# ---- raw_readout_ctrl ----
**src/rtl/raw_readout_ctrl.sv**
```systemverilog
// raw_readout_ctrl: sequences the raw-hit delay buffer and turns each L1A into a window of delayed frames.
// Latency: first ro_valid 2 cycles after the l1a cycle; busy drops delay+2 cycles after FILL is entered.
// Backpressure: none; a window streams win back-to-back frames, and L1As that cannot be served are flagged on l1a_lost.
//
// Ports:
//   clk, rst_n                    clock, asynchronous active-low reset
//   run_en, cfg_delay, cfg_win,   run level, buffer delay, window length (0 -> 1, > WIN_MAX -> WIN_MAX),
//   cfg_load, l1a                 config-load/restart pulse, level-1 accept pulse
//   raw_we, raw_trig_stop,        buffer write enable, pointer reset/hold, latched delay
//   raw_delay, raw_dout           and the buffer's output frame
//   ro_data, ro_valid, ro_first,  readout stream: registered frame, valid, window start/end flags,
//   ro_last, ro_bin               frame index within the window
//   busy, l1a_lost                not in RUN; one-cycle pulse (the cycle after) for each dropped L1A
//
// Optional feature: RAW_RO_L1A_QUEUE_EN adds a one-deep pending-L1A flag so an L1A that
// arrives during a window starts the next window back-to-back instead of being dropped.

module raw_readout_ctrl #(
    parameter  int W       = 288,
    parameter  int WIN_MAX = 16,
    localparam int BW      = $clog2(WIN_MAX) + 1
) (
    input  logic          clk,
    input  logic          rst_n,
    input  logic          run_en,
    input  logic [7:0]    cfg_delay,
    input  logic [4:0]    cfg_win,
    input  logic          cfg_load,
    input  logic          l1a,
    output logic          raw_we,
    output logic          raw_trig_stop,
    output logic [7:0]    raw_delay,
    input  logic [W-1:0]  raw_dout,
    output logic [W-1:0]  ro_data,
    output logic          ro_valid,
    output logic          ro_first,
    output logic          ro_last,
    output logic [BW-1:0] ro_bin,
    output logic          busy,
    output logic          l1a_lost
);

    typedef enum logic [1:0] {S_IDLE, S_FILL, S_RUN, S_READ} state_t;

    localparam logic [4:0] L_WIN_MAX = 5'(WIN_MAX);

    state_t        r_state;
    logic [8:0]    r_fill_cnt;
    logic [BW-1:0] r_bin;
    logic [BW-1:0] r_win;
    logic [7:0]    r_delay;
    logic          r_we;
    logic          r_trig_stop;
    logic          r_busy;
    logic          r_lost;
    logic [W-1:0]  r_ro_data;
    logic          r_ro_valid;
    logic          r_ro_first;
    logic          r_ro_last;
    logic [BW-1:0] r_ro_bin;
`ifdef RAW_RO_L1A_QUEUE_EN
    logic          r_pending;
`endif

    logic [BW-1:0] w_win_clamp;
    logic          w_bin_last;
    logic          w_fill_done;

    always_comb begin
        w_win_clamp = BW'(cfg_win);
        if (cfg_win == 5'd0)
            w_win_clamp = BW'(1);
        else if (cfg_win > L_WIN_MAX)
            w_win_clamp = BW'(WIN_MAX);
    end

    assign w_bin_last  = (r_bin == r_win - 1'b1);
    // delay+2 FILL cycles: counter runs 0..delay+1 and leaves on the last value.
    assign w_fill_done = (r_fill_cnt == {1'b0, r_delay} + 9'd1);

    always_ff @(posedge clk or negedge rst_n) begin
        if (!rst_n) begin
            r_state     <= S_IDLE;
            r_fill_cnt  <= '0;
            r_bin       <= '0;
            r_win       <= BW'(1);
            r_delay     <= '0;
            r_we        <= 1'b0;
            r_trig_stop <= 1'b1;
            r_busy      <= 1'b1;
            r_lost      <= 1'b0;
            r_ro_data   <= '0;
            r_ro_valid  <= 1'b0;
            r_ro_first  <= 1'b0;
            r_ro_last   <= 1'b0;
            r_ro_bin    <= '0;
`ifdef RAW_RO_L1A_QUEUE_EN
            r_pending   <= 1'b0;
`endif
        end else begin
            // Stream flags are single-cycle unless a READ cycle re-asserts them.
            r_ro_valid <= 1'b0;
            r_ro_first <= 1'b0;
            r_ro_last  <= 1'b0;
            r_lost     <= 1'b0;

            if (cfg_load) begin
                r_delay <= cfg_delay;
                r_win   <= w_win_clamp;
            end

            if (!run_en || cfg_load) begin
                // Stop or restart: any window is abandoned without ro_last; the buffer
                // pointer is held for (at least) this one cycle.
                r_state     <= run_en ? S_FILL : S_IDLE;
                r_fill_cnt  <= '0;
                r_we        <= run_en;
                r_trig_stop <= 1'b1;
                r_busy      <= 1'b1;
                r_lost      <= l1a;
`ifdef RAW_RO_L1A_QUEUE_EN
                r_pending   <= 1'b0;
`endif
            end else begin
                r_we        <= 1'b1;
                r_trig_stop <= 1'b0;
                case (r_state)
                    S_IDLE: begin
                        r_state    <= S_FILL;
                        r_fill_cnt <= '0;
                        r_busy     <= 1'b1;
                        r_lost     <= l1a;
                    end
                    S_FILL: begin
                        r_lost <= l1a;
                        if (w_fill_done) begin
                            r_state <= S_RUN;
                            r_busy  <= 1'b0;
                        end else begin
                            r_fill_cnt <= r_fill_cnt + 9'd1;
                        end
                    end
                    S_RUN: begin
                        if (l1a) begin
                            r_state <= S_READ;
                            r_bin   <= '0;
                            r_busy  <= 1'b1;
                        end
                    end
                    S_READ: begin
                        r_ro_data  <= raw_dout;
                        r_ro_valid <= 1'b1;
                        r_ro_bin   <= r_bin;
                        r_ro_first <= (r_bin == '0);
                        r_ro_last  <= w_bin_last;
                        r_bin      <= r_bin + 1'b1;
`ifdef RAW_RO_L1A_QUEUE_EN
                        if (w_bin_last) begin
                            // An l1a on the last bin counts as pending and is consumed at once.
                            if (r_pending || l1a) begin
                                r_bin     <= '0;
                                r_pending <= 1'b0;
                                r_lost    <= r_pending && l1a;
                            end else begin
                                r_state <= S_RUN;
                                r_busy  <= 1'b0;
                            end
                        end else if (l1a) begin
                            r_lost    <= r_pending;
                            r_pending <= 1'b1;
                        end
`else
                        r_lost <= l1a;
                        if (w_bin_last) begin
                            r_state <= S_RUN;
                            r_busy  <= 1'b0;
                        end
`endif
                    end
                    default: r_state <= S_IDLE;
                endcase
            end
        end
    end

    assign raw_we        = r_we;
    assign raw_trig_stop = r_trig_stop;
    assign raw_delay     = r_delay;
    assign ro_data       = r_ro_data;
    assign ro_valid      = r_ro_valid;
    assign ro_first      = r_ro_first;
    assign ro_last       = r_ro_last;
    assign ro_bin        = r_ro_bin;
    assign busy          = r_busy;
    assign l1a_lost      = r_lost;

endmodule

```
**config.mk**
```make
export PLATFORM = sky130hd
export DESIGN_NAME = raw_readout_ctrl
export DESIGN_NICKNAME = d
export VERILOG_FILES = /design/src/rtl/raw_readout_ctrl.sv
export SDC_FILE = /design/constraint.sdc
export NUM_CORES = 1
export LEC_CHECK = 0
export ABC_AREA = 1
export CAP_MARGIN = 20
export CORE_AREA = 2 2 242 244
export DETAILED_ROUTE_END_ITERATION = 6
export DIE_AREA = 0 0 244 246
export PLACE_DENSITY = 0.61
export SETUP_SLACK_MARGIN = 0.5
export SYNTH_ARGS = -nofsm -noshare
export SYNTH_HDL_FRONTEND = slang
export SYNTH_SLANG_ARGS = --single-unit
```
**constraint.sdc**
```tcl
create_clock -name clk -period 4.5 [get_ports clk]
set_input_delay 0.675 -clock clk [delete_from_list [all_inputs] [get_ports clk]]
set_output_delay 0.675 -clock clk [all_outputs]
set_load 0.005 [all_outputs]
```
# ---- rails_tx ----
==> config.mk <==
export PLATFORM = sky130hd
export DESIGN_NAME = rails_tx
export DESIGN_NICKNAME = d
export VERILOG_FILES = /design/src/rtl/rails_tx.sv
export SDC_FILE = /design/constraint.sdc
export NUM_CORES = 1
export LEC_CHECK = 0
export CAP_MARGIN = 20
export CORE_AREA = 2 2 111 113
export CTS_CLUSTER_SIZE = 40
export DETAILED_ROUTE_END_ITERATION = 16
export DIE_AREA = 0 0 113 115
export PLACE_DENSITY = 0.74
export SYNTH_ARGS = -nofsm -noshare
export SYNTH_HDL_FRONTEND = slang
export SYNTH_SLANG_ARGS = --single-unit
==> constraint.sdc <==
create_clock -name clk -period 6.4 [get_ports clk]
set_clock_uncertainty 0.15 [all_clocks]
set_input_delay 1.6 -clock clk [delete_from_list [all_inputs] [get_ports clk]]
set_output_delay 1.6 -clock clk [all_outputs]
set_load 0.05 [all_outputs]
==> src/rtl/rails_tx.sv <==
// rails_tx: traffic source for the rails checker.
// Replays a push/pop script on an internal station stack to build a departure
// order, streams it to the checker as SYNC / header / cars / gap, and turns
// the checker's valid/result answer into a two-bit status code.
module rails_tx #(
  parameter int MAX_N = 10,
  parameter int DW    = 4
) (
  input  logic               clk,
  input  logic               reset,
  input  logic               start,
  input  logic [DW-1:0]      n,
  input  logic [2*MAX_N-1:0] ops,
  output logic               busy,
  output logic [DW-1:0]      data,
  output logic               rx_reset,
  input  logic               rx_valid,
  input  logic               rx_result,
  output logic               done,
  output logic [1:0]         status
);

  // Op index must reach 2*MAX_N-1; one bit wider than a car number suffices.
  localparam int IW = DW + 1;

  localparam logic [1:0] ST_PASS   = 2'b00;
  localparam logic [1:0] ST_REJECT = 2'b01;
  localparam logic [1:0] ST_SCRIPT = 2'b10;
  localparam logic [1:0] ST_NORESP = 2'b11;

  typedef enum logic [2:0] {
    S_IDLE, S_BUILD, S_SYNC, S_HDR, S_CARS, S_GAP, S_DONE
  } state_e;

  state_e state_q, state_d;

  logic [DW-1:0]      n_q, n_d;
  logic [2*MAX_N-1:0] ops_q, ops_d;
  logic [IW-1:0]      idx_q, idx_d;    // current script op
  logic [DW-1:0]      car_q, car_d;    // next car number to push
  logic [DW-1:0]      sp_q, sp_d;      // stack occupancy
  logic [DW-1:0]      wp_q, wp_d;      // perm buffer write pointer
  logic [DW-1:0]      rd_q, rd_d;      // car currently on the stream
  logic [1:0]         status_q, status_d;

  logic               push_en, pop_en, build_err;
  logic [IW-1:0]      last_op;

  logic [DW-1:0]      stack_mem [MAX_N];
  logic [DW-1:0]      perm_mem  [MAX_N];

  logic               busy_q, busy_d;
  logic               rx_reset_q, rx_reset_d;
  logic               done_q, done_d;
  logic [DW-1:0]      data_q, data_d;

  assign last_op = {n_q, 1'b0} - IW'(1);

  // State and datapath registers, plus the registered outputs.
  // NOTE: sequential state uses non-blocking assignments only, so every
  // register samples the pre-edge value of its neighbours.
  always_ff @(posedge clk) begin
    if (reset) begin
      state_q    <= S_IDLE;
      n_q        <= '0;
      ops_q      <= '0;
      idx_q      <= '0;
      car_q      <= '0;
      sp_q       <= '0;
      wp_q       <= '0;
      rd_q       <= '0;
      status_q   <= ST_PASS;
      busy_q     <= 1'b0;
      rx_reset_q <= 1'b0;
      done_q     <= 1'b0;
      data_q     <= '0;
    end else begin
      state_q    <= state_d;
      n_q        <= n_d;
      ops_q      <= ops_d;
      idx_q      <= idx_d;
      car_q      <= car_d;
      sp_q       <= sp_d;
      wp_q       <= wp_d;
      rd_q       <= rd_d;
      status_q   <= status_d;
      busy_q     <= busy_d;
      rx_reset_q <= rx_reset_d;
      done_q     <= done_d;
      data_q     <= data_d;
    end
  end

  // Stack and departure buffer storage.
  // NOTE: the arrays are deliberately left out of reset; the pointers are
  // reset and every entry is written before it can be read.
  always_ff @(posedge clk) begin
    if (push_en) stack_mem[sp_q] <= car_q;
    if (pop_en)  perm_mem[wp_q]  <= stack_mem[sp_q - DW'(1)];
  end

  // Next-state and datapath update: runs the script one op per BUILD cycle.
  // NOTE: every signal gets a default first so no path can infer a latch.
  always_comb begin
    state_d   = state_q;
    n_d       = n_q;
    ops_d     = ops_q;
    idx_d     = idx_q;
    car_d     = car_q;
    sp_d      = sp_q;
    wp_d      = wp_q;
    rd_d      = rd_q;
    status_d  = status_q;
    push_en   = 1'b0;
    pop_en    = 1'b0;
    build_err = 1'b0;
    unique case (state_q)
      S_IDLE: begin
        if (start) begin
          n_d   = n;
          ops_d = ops;
          idx_d = '0;
          car_d = DW'(1);
          sp_d  = '0;
          wp_d  = '0;
          if (n == '0 || n > DW'(MAX_N)) begin
            status_d = ST_SCRIPT;
            state_d  = S_DONE;
          end else begin
            state_d  = S_BUILD;
          end
        end
      end
      S_BUILD: begin
        if (ops_q[idx_q]) begin
          // A push once car N has already entered is a script error.
          if (car_q == n_q + DW'(1)) begin
            build_err = 1'b1;
          end else begin
            push_en = 1'b1;
            sp_d    = sp_q + DW'(1);
            car_d   = car_q + DW'(1);
          end
        end else begin
          if (sp_q == '0) begin
            build_err = 1'b1;
          end else begin
            pop_en = 1'b1;
            sp_d   = sp_q - DW'(1);
            wp_d   = wp_q + DW'(1);
          end
        end
        if (build_err) begin
          status_d = ST_SCRIPT;
          state_d  = S_DONE;
        end else if (idx_q == last_op) begin
          state_d  = S_SYNC;
        end else begin
          idx_d    = idx_q + IW'(1);
        end
      end
      S_SYNC: state_d = S_HDR;
      S_HDR: begin
        rd_d    = '0;
        state_d = S_CARS;
      end
      S_CARS: begin
        if (rd_q == n_q - DW'(1)) state_d = S_GAP;
        else                      rd_d    = rd_q + DW'(1);
      end
      S_GAP: begin
        // The checker answers only in this cycle.
        status_d = rx_valid ? (rx_result ? ST_PASS : ST_REJECT) : ST_NORESP;
        state_d  = S_DONE;
      end
      S_DONE:  state_d = S_IDLE;
      default: state_d = S_IDLE;
    endcase
  end

  // Output decode from the upcoming state, so outputs are registered with it.
  always_comb begin
    busy_d     = (state_d != S_IDLE);
    done_d     = (state_d == S_DONE);
    rx_reset_d = (state_d == S_SYNC);
    data_d     = '0;
    case (state_d)
      S_HDR:   data_d = n_q;
      S_CARS:  data_d = perm_mem[rd_d];
      default: data_d = '0;
    endcase
  end

  assign busy     = busy_q;
  assign data     = data_q;
  assign rx_reset = rx_reset_q;
  assign done     = done_q;
  assign status   = status_q;

endmodule

### The metal 3 layer, rails_tx

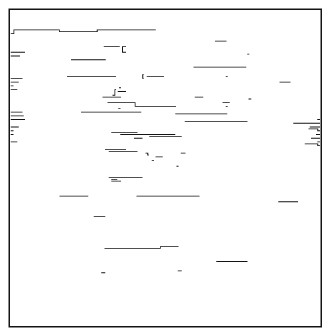
The longest straight run is 22.5 um. The layer carries 470 um of wire. The layer holds 3.6% of the routed length. 51 nets have wire on it.
total wire length after detailed routing: 12.98 mm
met3 Resource Use GR: 4.323%
total number of vias: 4263

### Signal wires on met4, rails_tx

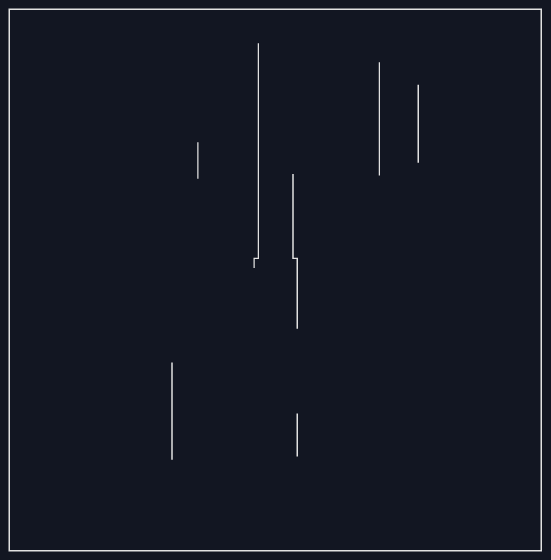
The layer holds 1.2% of the routed length. 4 nets have wire on it. The longest straight run is 45.7 um. The wires run mostly vertical. The layer carries 159 um of wire.

==> results.txt, rails_tx <==
Results of the flow run.

The run finished, with violations left. The checks that failed: design-rule violations. The core region is between 0.01 and 0.015 mm2. The worst setup path is of the in -> reg kind. The clock network takes up about 8.4% of total cell area after layout. The area of the multi-input gates stands at around 0.0026 mm2. For this design, Yosys synthesis ends with a cell count of about 550. The number of synthesized register bits stands at about 140. The placed instances occupy a cell area of a little under 0.007 mm2. Dividing the detail-routed wire length by the instance count gives ~18 um. The clock passes through at most 2 buffers. In this run the critical path is formed by clkdlybuf4s50_1, nand3b_1, nor2_1, nor3_1, a21oi_2, or4b_4, o31ai_2.

The count of flip-flops with a built-in enable after synthesis stands at ~80. For this run, design rule violations remaining after detail routing come to 2. The synthesized instance count stands at 548. The number of global-route vias before repair came to ~4.1k. The design internal power stands at about 2 mW. In this run the cell area of the synthesized design comes to 0.006314 mm2. The share of cells above drive strength 1 stands at between 10% and 20%. The number of antenna violations at the first check in global routing came to 0. The number of clock sinks stands at between 100 and 150. Across all setup checks in the final design, the least slack found is about 2.4 ns. The worst hold path belongs to the class reg -> reg.
[rails_tx: state kept, by name, summed over array words and instances (netlist names)]
signal / cells
ops_q: 20
rx_reset: 1
status: 2
idx_q: 5
state_q: 3
stack_mem: 40
wp_q: 4
busy: 1
data: 4
n_q: 4
perm_mem: 40
sp_q: 4
done: 1
car_q: 4
rd_q: 4
[rails_tx: cell families after synthesis]
family | share of synthesized area (%)
flops | 56.12
compound gates | 9.652
simple gates | 15.22
xor+xnor | 3.963
buf+inv | 2.834
mux | 9.631
fa+ha+maj | 2.576
### Routing congestion map, raw_readout_ctrl

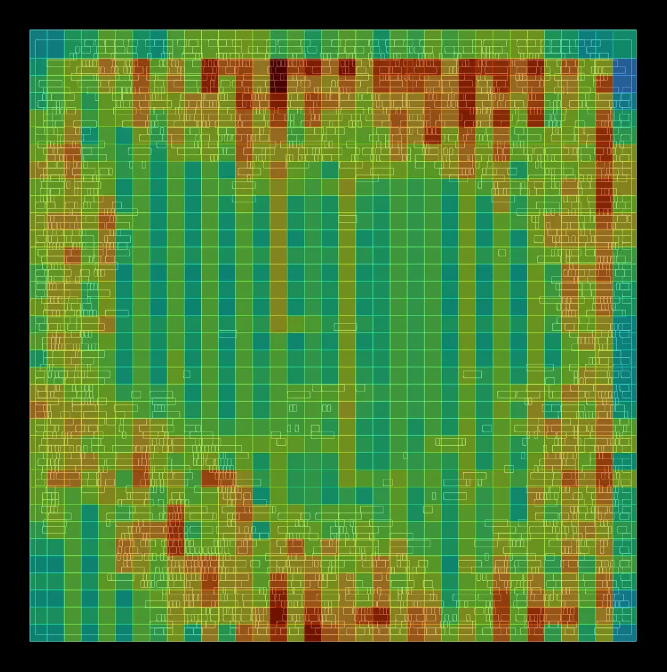
met2 track utilization from global routing: 24.04%
met3 Resource Use GR: 4.096%
GRT Total Usage: 14.29%
final cell utilization of the core: 37.02%
layer with the highest usage after global routing: met2

==> results.txt, raw_readout_ctrl <==
Results of the flow run.

The run finished with clean final reports. The switching fraction of total power stands at around 27%. The capture point of the critical path was reported as ro_data[170]$_DFFE_PN0P_.

The yosys cell count stands at around 1.5k. Counting the inverters off the clock network in the layout gives about 46. The number of antenna violations at the first check in global routing stands at 3. Leaving out the clock tree, the finished layout contains a buffer count of ~620.

The number of post-CTS setup repair buffers stands at 0. Counting the clock-network buffers in the layout gives roughly 61. In the power breakdown, the internal column shows between 7 and 8 mW. For this run, the top clock speed supported by timing is 441.3 MHz. Post-synth the commonest register cell is sky130_fd_sc_hd__dfrtp_1. The final cell count without fillers stands at 2920. The flow reports that combinational logic draws 29.3% of the design power. For this design the top-level I/O count stands at about 600.

Sequential cells make up 38.79% of the cell area. Of all nets on the critical path, the largest fanout is between 90 and 100. Adding up every negative setup slack in the final design gives 0 ns.
==> raw_readout_ctrl: registers in the layout (all words and copies together) (netlist names) <==
register,cells
busy,1
r_bin,5
ro_first,1
ro_bin,5
ro_last,1
raw_trig_stop,1
r_win,5
l1a_lost,1
r_state,2
ro_valid,1
raw_delay,8
r_fill_cnt,9
raw_we,1
ro_data,288
==> raw_readout_ctrl: routing by layer <==
metal  vias up  wire (um)  part of all wire [%]  GRT usage (%)
li1       5822          -                     -              -
met1      5601      18030                    41          17.31
met2       425      21530                    49          24.04
met3        83       3208                   7.2          4.096
met5         -          0                     0              0
met4         0       1586                   3.6          5.452

# ---- vga_rx_mon_flat ----
### Signal wires on met1, vga_rx_mon_flat

The bar under the picture is 50 um long.
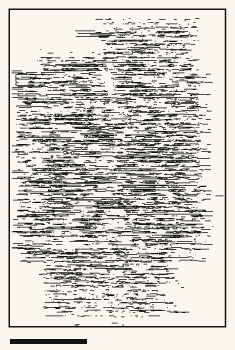
===== src/rtl/vga_rx_if.sv =====
// Panel-side VGA signal bundle. The source drives it and the monitor only observes it.
`timescale 1ns/1ps
interface vga_rx_if #(
  parameter int PIX_W = 16
);
  // pix_en qualifies every other signal on the same clock. The monitor samples only
  // on strobe cycles and cannot stall the source, so there is no ready path.
  logic             pix_en;
  logic             hsync;
  logic             vsync;
  logic             de;
  logic [PIX_W-1:0] rgb;

  modport master (output pix_en, hsync, vsync, de, rgb);
  modport slave  (input  pix_en, hsync, vsync, de, rgb);
endinterface


===== src/rtl/vga_rx_mon.sv =====
// Receive-side VGA monitor: measures line/frame timing, CRCs active pixels per frame,
// and declares lock once two consecutive frames carry identical timing.
`timescale 1ns/1ps
module vga_rx_mon #(
  parameter int PIX_W    = 16,
  parameter int CNT_W    = 12,
  parameter int SYNC_POL = 0
) (
  input  logic             clk_i,
  input  logic             rst_i,
  vga_rx_if.slave          vga,
  input  logic             err_clr_i,
  output logic [CNT_W-1:0] meas_htotal_o,
  output logic [CNT_W-1:0] meas_hsync_o,
  output logic [CNT_W-1:0] meas_hact_o,
  output logic [CNT_W-1:0] meas_vtotal_o,
  output logic [CNT_W-1:0] meas_vsync_o,
  output logic [CNT_W-1:0] meas_vact_o,
  output logic [15:0]      frame_crc_o,
  output logic             frame_vld_o,
  output logic [15:0]      frame_cnt_o,
  output logic             locked_o,
  output logic             err_o,
  output logic [1:0]       dbg_state_o
);

  typedef enum logic [1:0] {SEEK, MEASURE, CHECK, LOCKED} state_t;

  localparam logic             POL  = (SYNC_POL != 0);
  localparam logic [CNT_W-1:0] CMAX = '1;
  localparam logic [CNT_W-1:0] ONE  = CNT_W'(1);

  function automatic logic [CNT_W-1:0] sat_inc(input logic [CNT_W-1:0] v);
    return (v == CMAX) ? v : v + ONE;
  endfunction

  // CRC-16-CCITT, one pixel per call, MSB first.
  function automatic logic [15:0] crc_fold(input logic [15:0] c, input logic [PIX_W-1:0] d);
    logic [15:0] r;
    r = c;
    for (int i = PIX_W - 1; i >= 0; i--) begin
      r = {r[14:0], 1'b0} ^ ((r[15] ^ d[i]) ? 16'h1021 : 16'h0000);
    end
    return r;
  endfunction

  logic             hs, vs, hs_q, vs_line_q;
  logic             line_start, frame_start, line_has_de;
  logic [CNT_W-1:0] hcnt, hsw, hde, hact_acc, vcnt, vsw, vact_cnt;
  logic [CNT_W-1:0] hact_new, vact_new;
  logic [15:0]      crc_acc, crc_base;
  logic [6*CNT_W-1:0] meas_now, ref_q;
  logic             match;

  state_t state_q, state_d;
  logic   publish, ref_load, err_set;

  assign hs = vga.hsync ~^ POL;
  assign vs = vga.vsync ~^ POL;

  assign line_start  = vga.pix_en & hs & ~hs_q;
  // vs is only looked at on line starts, so frame start is always also a line start.
  assign frame_start = line_start & vs & ~vs_line_q;

  // Values for the line that ends on this strobe, so a publish includes that line.
  assign line_has_de = (hde != '0);
  assign hact_new    = line_has_de ? hde : hact_acc;
  assign vact_new    = line_has_de ? sat_inc(vact_cnt) : vact_cnt;
  assign crc_base    = frame_start ? 16'hFFFF : crc_acc;

  assign meas_now = {hcnt, hsw, hact_new, vcnt, vsw, vact_new};
  assign match    = (meas_now == ref_q);

  always_ff @(posedge clk_i) begin
    if (rst_i) begin
      hs_q      <= 1'b0;
      vs_line_q <= 1'b0;
      hcnt      <= '0;
      hsw       <= '0;
      hde       <= '0;
      hact_acc  <= '0;
      vcnt      <= '0;
      vsw       <= '0;
      vact_cnt  <= '0;
      crc_acc   <= 16'hFFFF;
    end else if (vga.pix_en) begin
      hs_q <= hs;
      if (line_start) begin
        hcnt      <= ONE;
        hsw       <= ONE;
        hde       <= vga.de ? ONE : '0;
        vs_line_q <= vs;
        if (line_has_de) hact_acc <= hde;
        if (frame_start) begin
          vcnt     <= ONE;
          vsw      <= ONE;
          vact_cnt <= '0;
        end else begin
          vcnt     <= sat_inc(vcnt);
          vact_cnt <= vact_new;
          if (vs) vsw <= sat_inc(vsw);
        end
      end else begin
        hcnt <= sat_inc(hcnt);
        if (hs)     hsw <= sat_inc(hsw);
        if (vga.de) hde <= sat_inc(hde);
      end
      crc_acc <= vga.de ? crc_fold(crc_base, vga.rgb) : crc_base;
    end
  end

  always_comb begin
    state_d  = state_q;
    publish  = 1'b0;
    ref_load = 1'b0;
    err_set  = 1'b0;
    if (frame_start) begin
      case (state_q)
        SEEK: state_d = MEASURE;
        MEASURE: begin
          publish  = 1'b1;
          ref_load = 1'b1;
          state_d  = CHECK;
        end
        CHECK: begin
          publish = 1'b1;
          if (match) state_d = LOCKED;
          else       ref_load = 1'b1;
        end
        LOCKED: begin
          publish = 1'b1;
          if (!match) begin
            err_set  = 1'b1;
            ref_load = 1'b1;
            state_d  = CHECK;
          end
        end
        default: state_d = SEEK;
      endcase
    end
  end

  always_ff @(posedge clk_i) begin
    if (rst_i) begin
      state_q       <= SEEK;
      ref_q         <= '0;
      meas_htotal_o <= '0;
      meas_hsync_o  <= '0;
      meas_hact_o   <= '0;
      meas_vtotal_o <= '0;
      meas_vsync_o  <= '0;
      meas_vact_o   <= '0;
      frame_crc_o   <= '0;
      frame_vld_o   <= 1'b0;
      frame_cnt_o   <= '0;
      err_o         <= 1'b0;
    end else begin
      state_q     <= state_d;
      frame_vld_o <= publish;
      if (ref_load) ref_q <= meas_now;
      if (publish) begin
        {meas_htotal_o, meas_hsync_o, meas_hact_o,
         meas_vtotal_o, meas_vsync_o, meas_vact_o} <= meas_now;
        frame_crc_o <= crc_acc;
        frame_cnt_o <= frame_cnt_o + 16'd1;
      end
      if (err_set)        err_o <= 1'b1;
      else if (err_clr_i) err_o <= 1'b0;
    end
  end

  assign locked_o    = (state_q == LOCKED);
  assign dbg_state_o = state_q;

endmodule


===== src/flat_wrapper.sv =====
// flat-port wrapper written by rule: the top's interface ports become plain ports
module vga_rx_mon_flat 
#(
  parameter int PIX_W    = 16,
  parameter int CNT_W    = 12,
  parameter int SYNC_POL = 0
)
  (clk_i, rst_i, err_clr_i, meas_htotal_o, meas_hsync_o, meas_hact_o, meas_vtotal_o, meas_vsync_o, meas_vact_o, frame_crc_o, frame_vld_o, frame_cnt_o, locked_o, err_o, dbg_state_o, vga_pix_en, vga_hsync, vga_vsync, vga_de, vga_rgb);
  vga_rx_if #(.PIX_W(PIX_W)) vga_i ();
  input  logic clk_i;
  input  logic rst_i;
  input  logic err_clr_i;
  output logic [CNT_W-1:0] meas_htotal_o;
  output logic [CNT_W-1:0] meas_hsync_o;
  output logic [CNT_W-1:0] meas_hact_o;
  output logic [CNT_W-1:0] meas_vtotal_o;
  output logic [CNT_W-1:0] meas_vsync_o;
  output logic [CNT_W-1:0] meas_vact_o;
  output logic [15:0] frame_crc_o;
  output logic frame_vld_o;
  output logic [15:0] frame_cnt_o;
  output logic locked_o;
  output logic err_o;
  output logic [1:0] dbg_state_o;
  input wire logic [$bits(vga_i.pix_en)-1:0] vga_pix_en;
  input wire logic [$bits(vga_i.hsync)-1:0] vga_hsync;
  input wire logic [$bits(vga_i.vsync)-1:0] vga_vsync;
  input wire logic [$bits(vga_i.de)-1:0] vga_de;
  input wire logic [$bits(vga_i.rgb)-1:0] vga_rgb;
  assign vga_i.pix_en = vga_pix_en;
  assign vga_i.hsync = vga_hsync;
  assign vga_i.vsync = vga_vsync;
  assign vga_i.de = vga_de;
  assign vga_i.rgb = vga_rgb;
  vga_rx_mon #(.PIX_W(PIX_W), .CNT_W(CNT_W), .SYNC_POL(SYNC_POL)) u_core (.clk_i(clk_i), .rst_i(rst_i), .vga(vga_i), .err_clr_i(err_clr_i), .meas_htotal_o(meas_htotal_o), .meas_hsync_o(meas_hsync_o), .meas_hact_o(meas_hact_o), .meas_vtotal_o(meas_vtotal_o), .meas_vsync_o(meas_vsync_o), .meas_vact_o(meas_vact_o), .frame_crc_o(frame_crc_o), .frame_vld_o(frame_vld_o), .frame_cnt_o(frame_cnt_o), .locked_o(locked_o), .err_o(err_o), .dbg_state_o(dbg_state_o));
endmodule

===== config.mk =====
export PLATFORM = sky130hd
export DESIGN_NAME = vga_rx_mon_flat
export DESIGN_NICKNAME = d
export VERILOG_FILES = /design/src/rtl/vga_rx_if.sv /design/src/rtl/vga_rx_mon.sv /design/src/flat_wrapper.sv
export SDC_FILE = /design/constraint.sdc
export NUM_CORES = 1
export LEC_CHECK = 0
export CORE_ASPECT_RATIO = 1.5
export CORE_MARGIN = 4
export CORE_UTILIZATION = 50
export CTS_BUF_LIST = sky130_fd_sc_hd__clkbuf_8
export DETAILED_ROUTE_END_ITERATION = 16
export HOLD_SLACK_MARGIN = 0.06
export PLACE_DENSITY = 0.74
export SYNTH_ARGS = -nofsm -noshare
export SYNTH_HDL_FRONTEND = slang
export SYNTH_SLANG_ARGS = --single-unit

===== constraint.sdc =====
create_clock -name clk_i -period 9.94 [get_ports clk_i]
set_clock_uncertainty 0.05 [all_clocks]
set_input_delay 0.994 -clock clk_i [delete_from_list [all_inputs] [get_ports clk_i]]
set_output_delay 0.994 -clock clk_i [all_outputs]
set_load 0.05 [all_outputs]

==> results.txt <==
Results of the flow run.

The total negative slack for setup checks stands at 0 ns. Counting instances in the post-synthesis netlist gives the leading cell types as 282 x sky130_fd_sc_hd__dfxtp_1, 178 x sky130_fd_sc_hd__nand2_1, 175 x sky130_fd_sc_hd__nor2_1, 154 x sky130_fd_sc_hd__a21oi_1, 105 x sky130_fd_sc_hd__xnor2_1. The layout-stage area growth over the synthesis result stands at 16.50%.

The floorplan step defined a die boundary enclosing 0.02888 mm2. The total leakage power stands at between 5 and 6 nW. The H-tree was split into 2 levels. According to the tapcell log, the count of inserted taps is about 330. The flow ran to the end, and the final reports show no timing, DRC or antenna violations. The most critical min-delay path falls under reg -> reg. TritonCTS built the clock tree. The design internal power stands at approximately 1.9 mW. The average footprint of a synthesized cell stands at between 8 and 9 um2. In this run the critical register-to-register path is captured at u_core.ref_q[3]$_SDFFE_PP0P_.

In this run the worst setup path terminates at u_core.ref_q[3]$_SDFFE_PP0P_. In the post-synthesis netlist, the biggest area contributors are sky130_fd_sc_hd__dfxtp_1 43%, sky130_fd_sc_hd__xnor2_1 7.0%, sky130_fd_sc_hd__a21oi_1 5.9%, sky130_fd_sc_hd__xor2_1 5.3%, sky130_fd_sc_hd__nand2_1 5.1%. The insertion delay of the later-clocked pin in the worst-skew pair stands at around 0.56 ns. After routing the design area is between 0.015 and 0.02 mm2. The number of nets handed over by synthesis was between 1.5k and 2k. The synthesized-area fraction occupied by and/or/nand/nor cells stands at between 10% and 20%. The hold-fix buffer count after cts stands at 0.
Notes on 'Signal wires on met1' of vga_rx_mon_flat above:
The layer carries 13500 um of wire. The wires run mostly horizontal. The longest straight run is 31.3 um. 1537 nets have wire on it.
total number of vias: 11.17k
met1 capacity usage during global routing: 25.64%
total wire length after detailed routing: 33.63 mm

[metrics by stage]
stage / power (mW) / util, %
final: 2.638 / 59.18
after global routing: 2.749 / 59.18
after CTS: 2.660 / 59.17
after detailed placement: 1.709 / 55.89
after global placement: 1.709 / 55.89
after floorplan: 1.616 / -
[sequential cells by signal (all words and copies together) (netlist names), 16 cells and up]
register            cells
u_core.ref_q           72
u_core.crc_acc         16
u_core.frame_cnt_o     16
u_core.frame_crc_o     16


==> screenshots <==
Signal wires on met2.
(a)
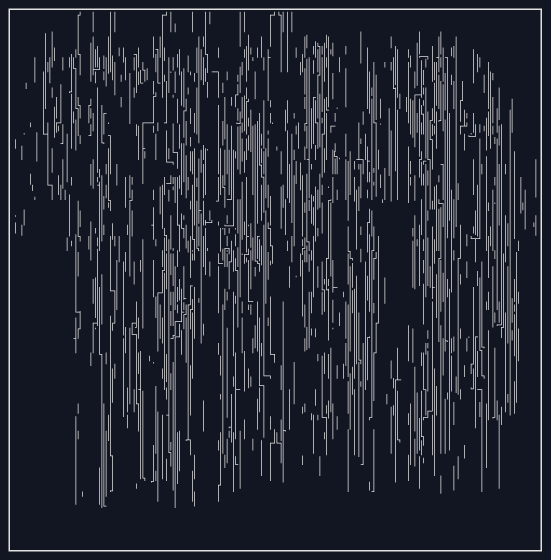
(b)
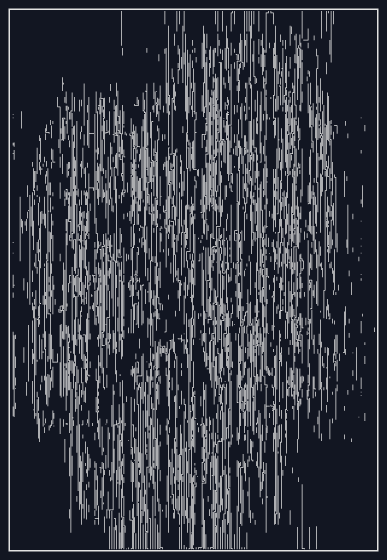
(c)
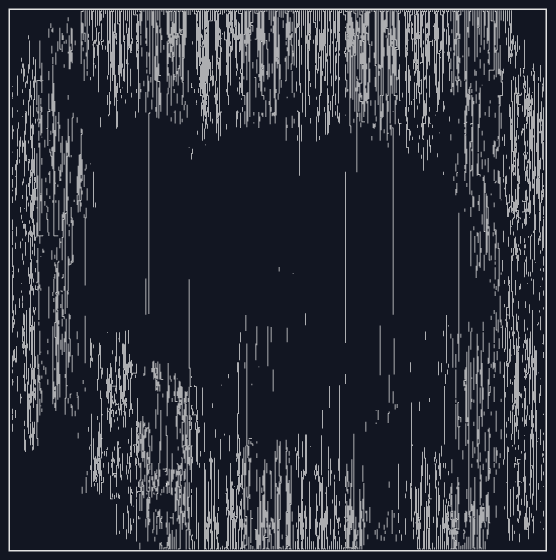
(a) is rails_tx.
(b) is vga_rx_mon_flat.
(c) is raw_readout_ctrl.

Key to (c):
1923 nets have wire on it. The layer holds 49% of the routed length.

No activity file was given, so power comes from the tool's default toggle rates.
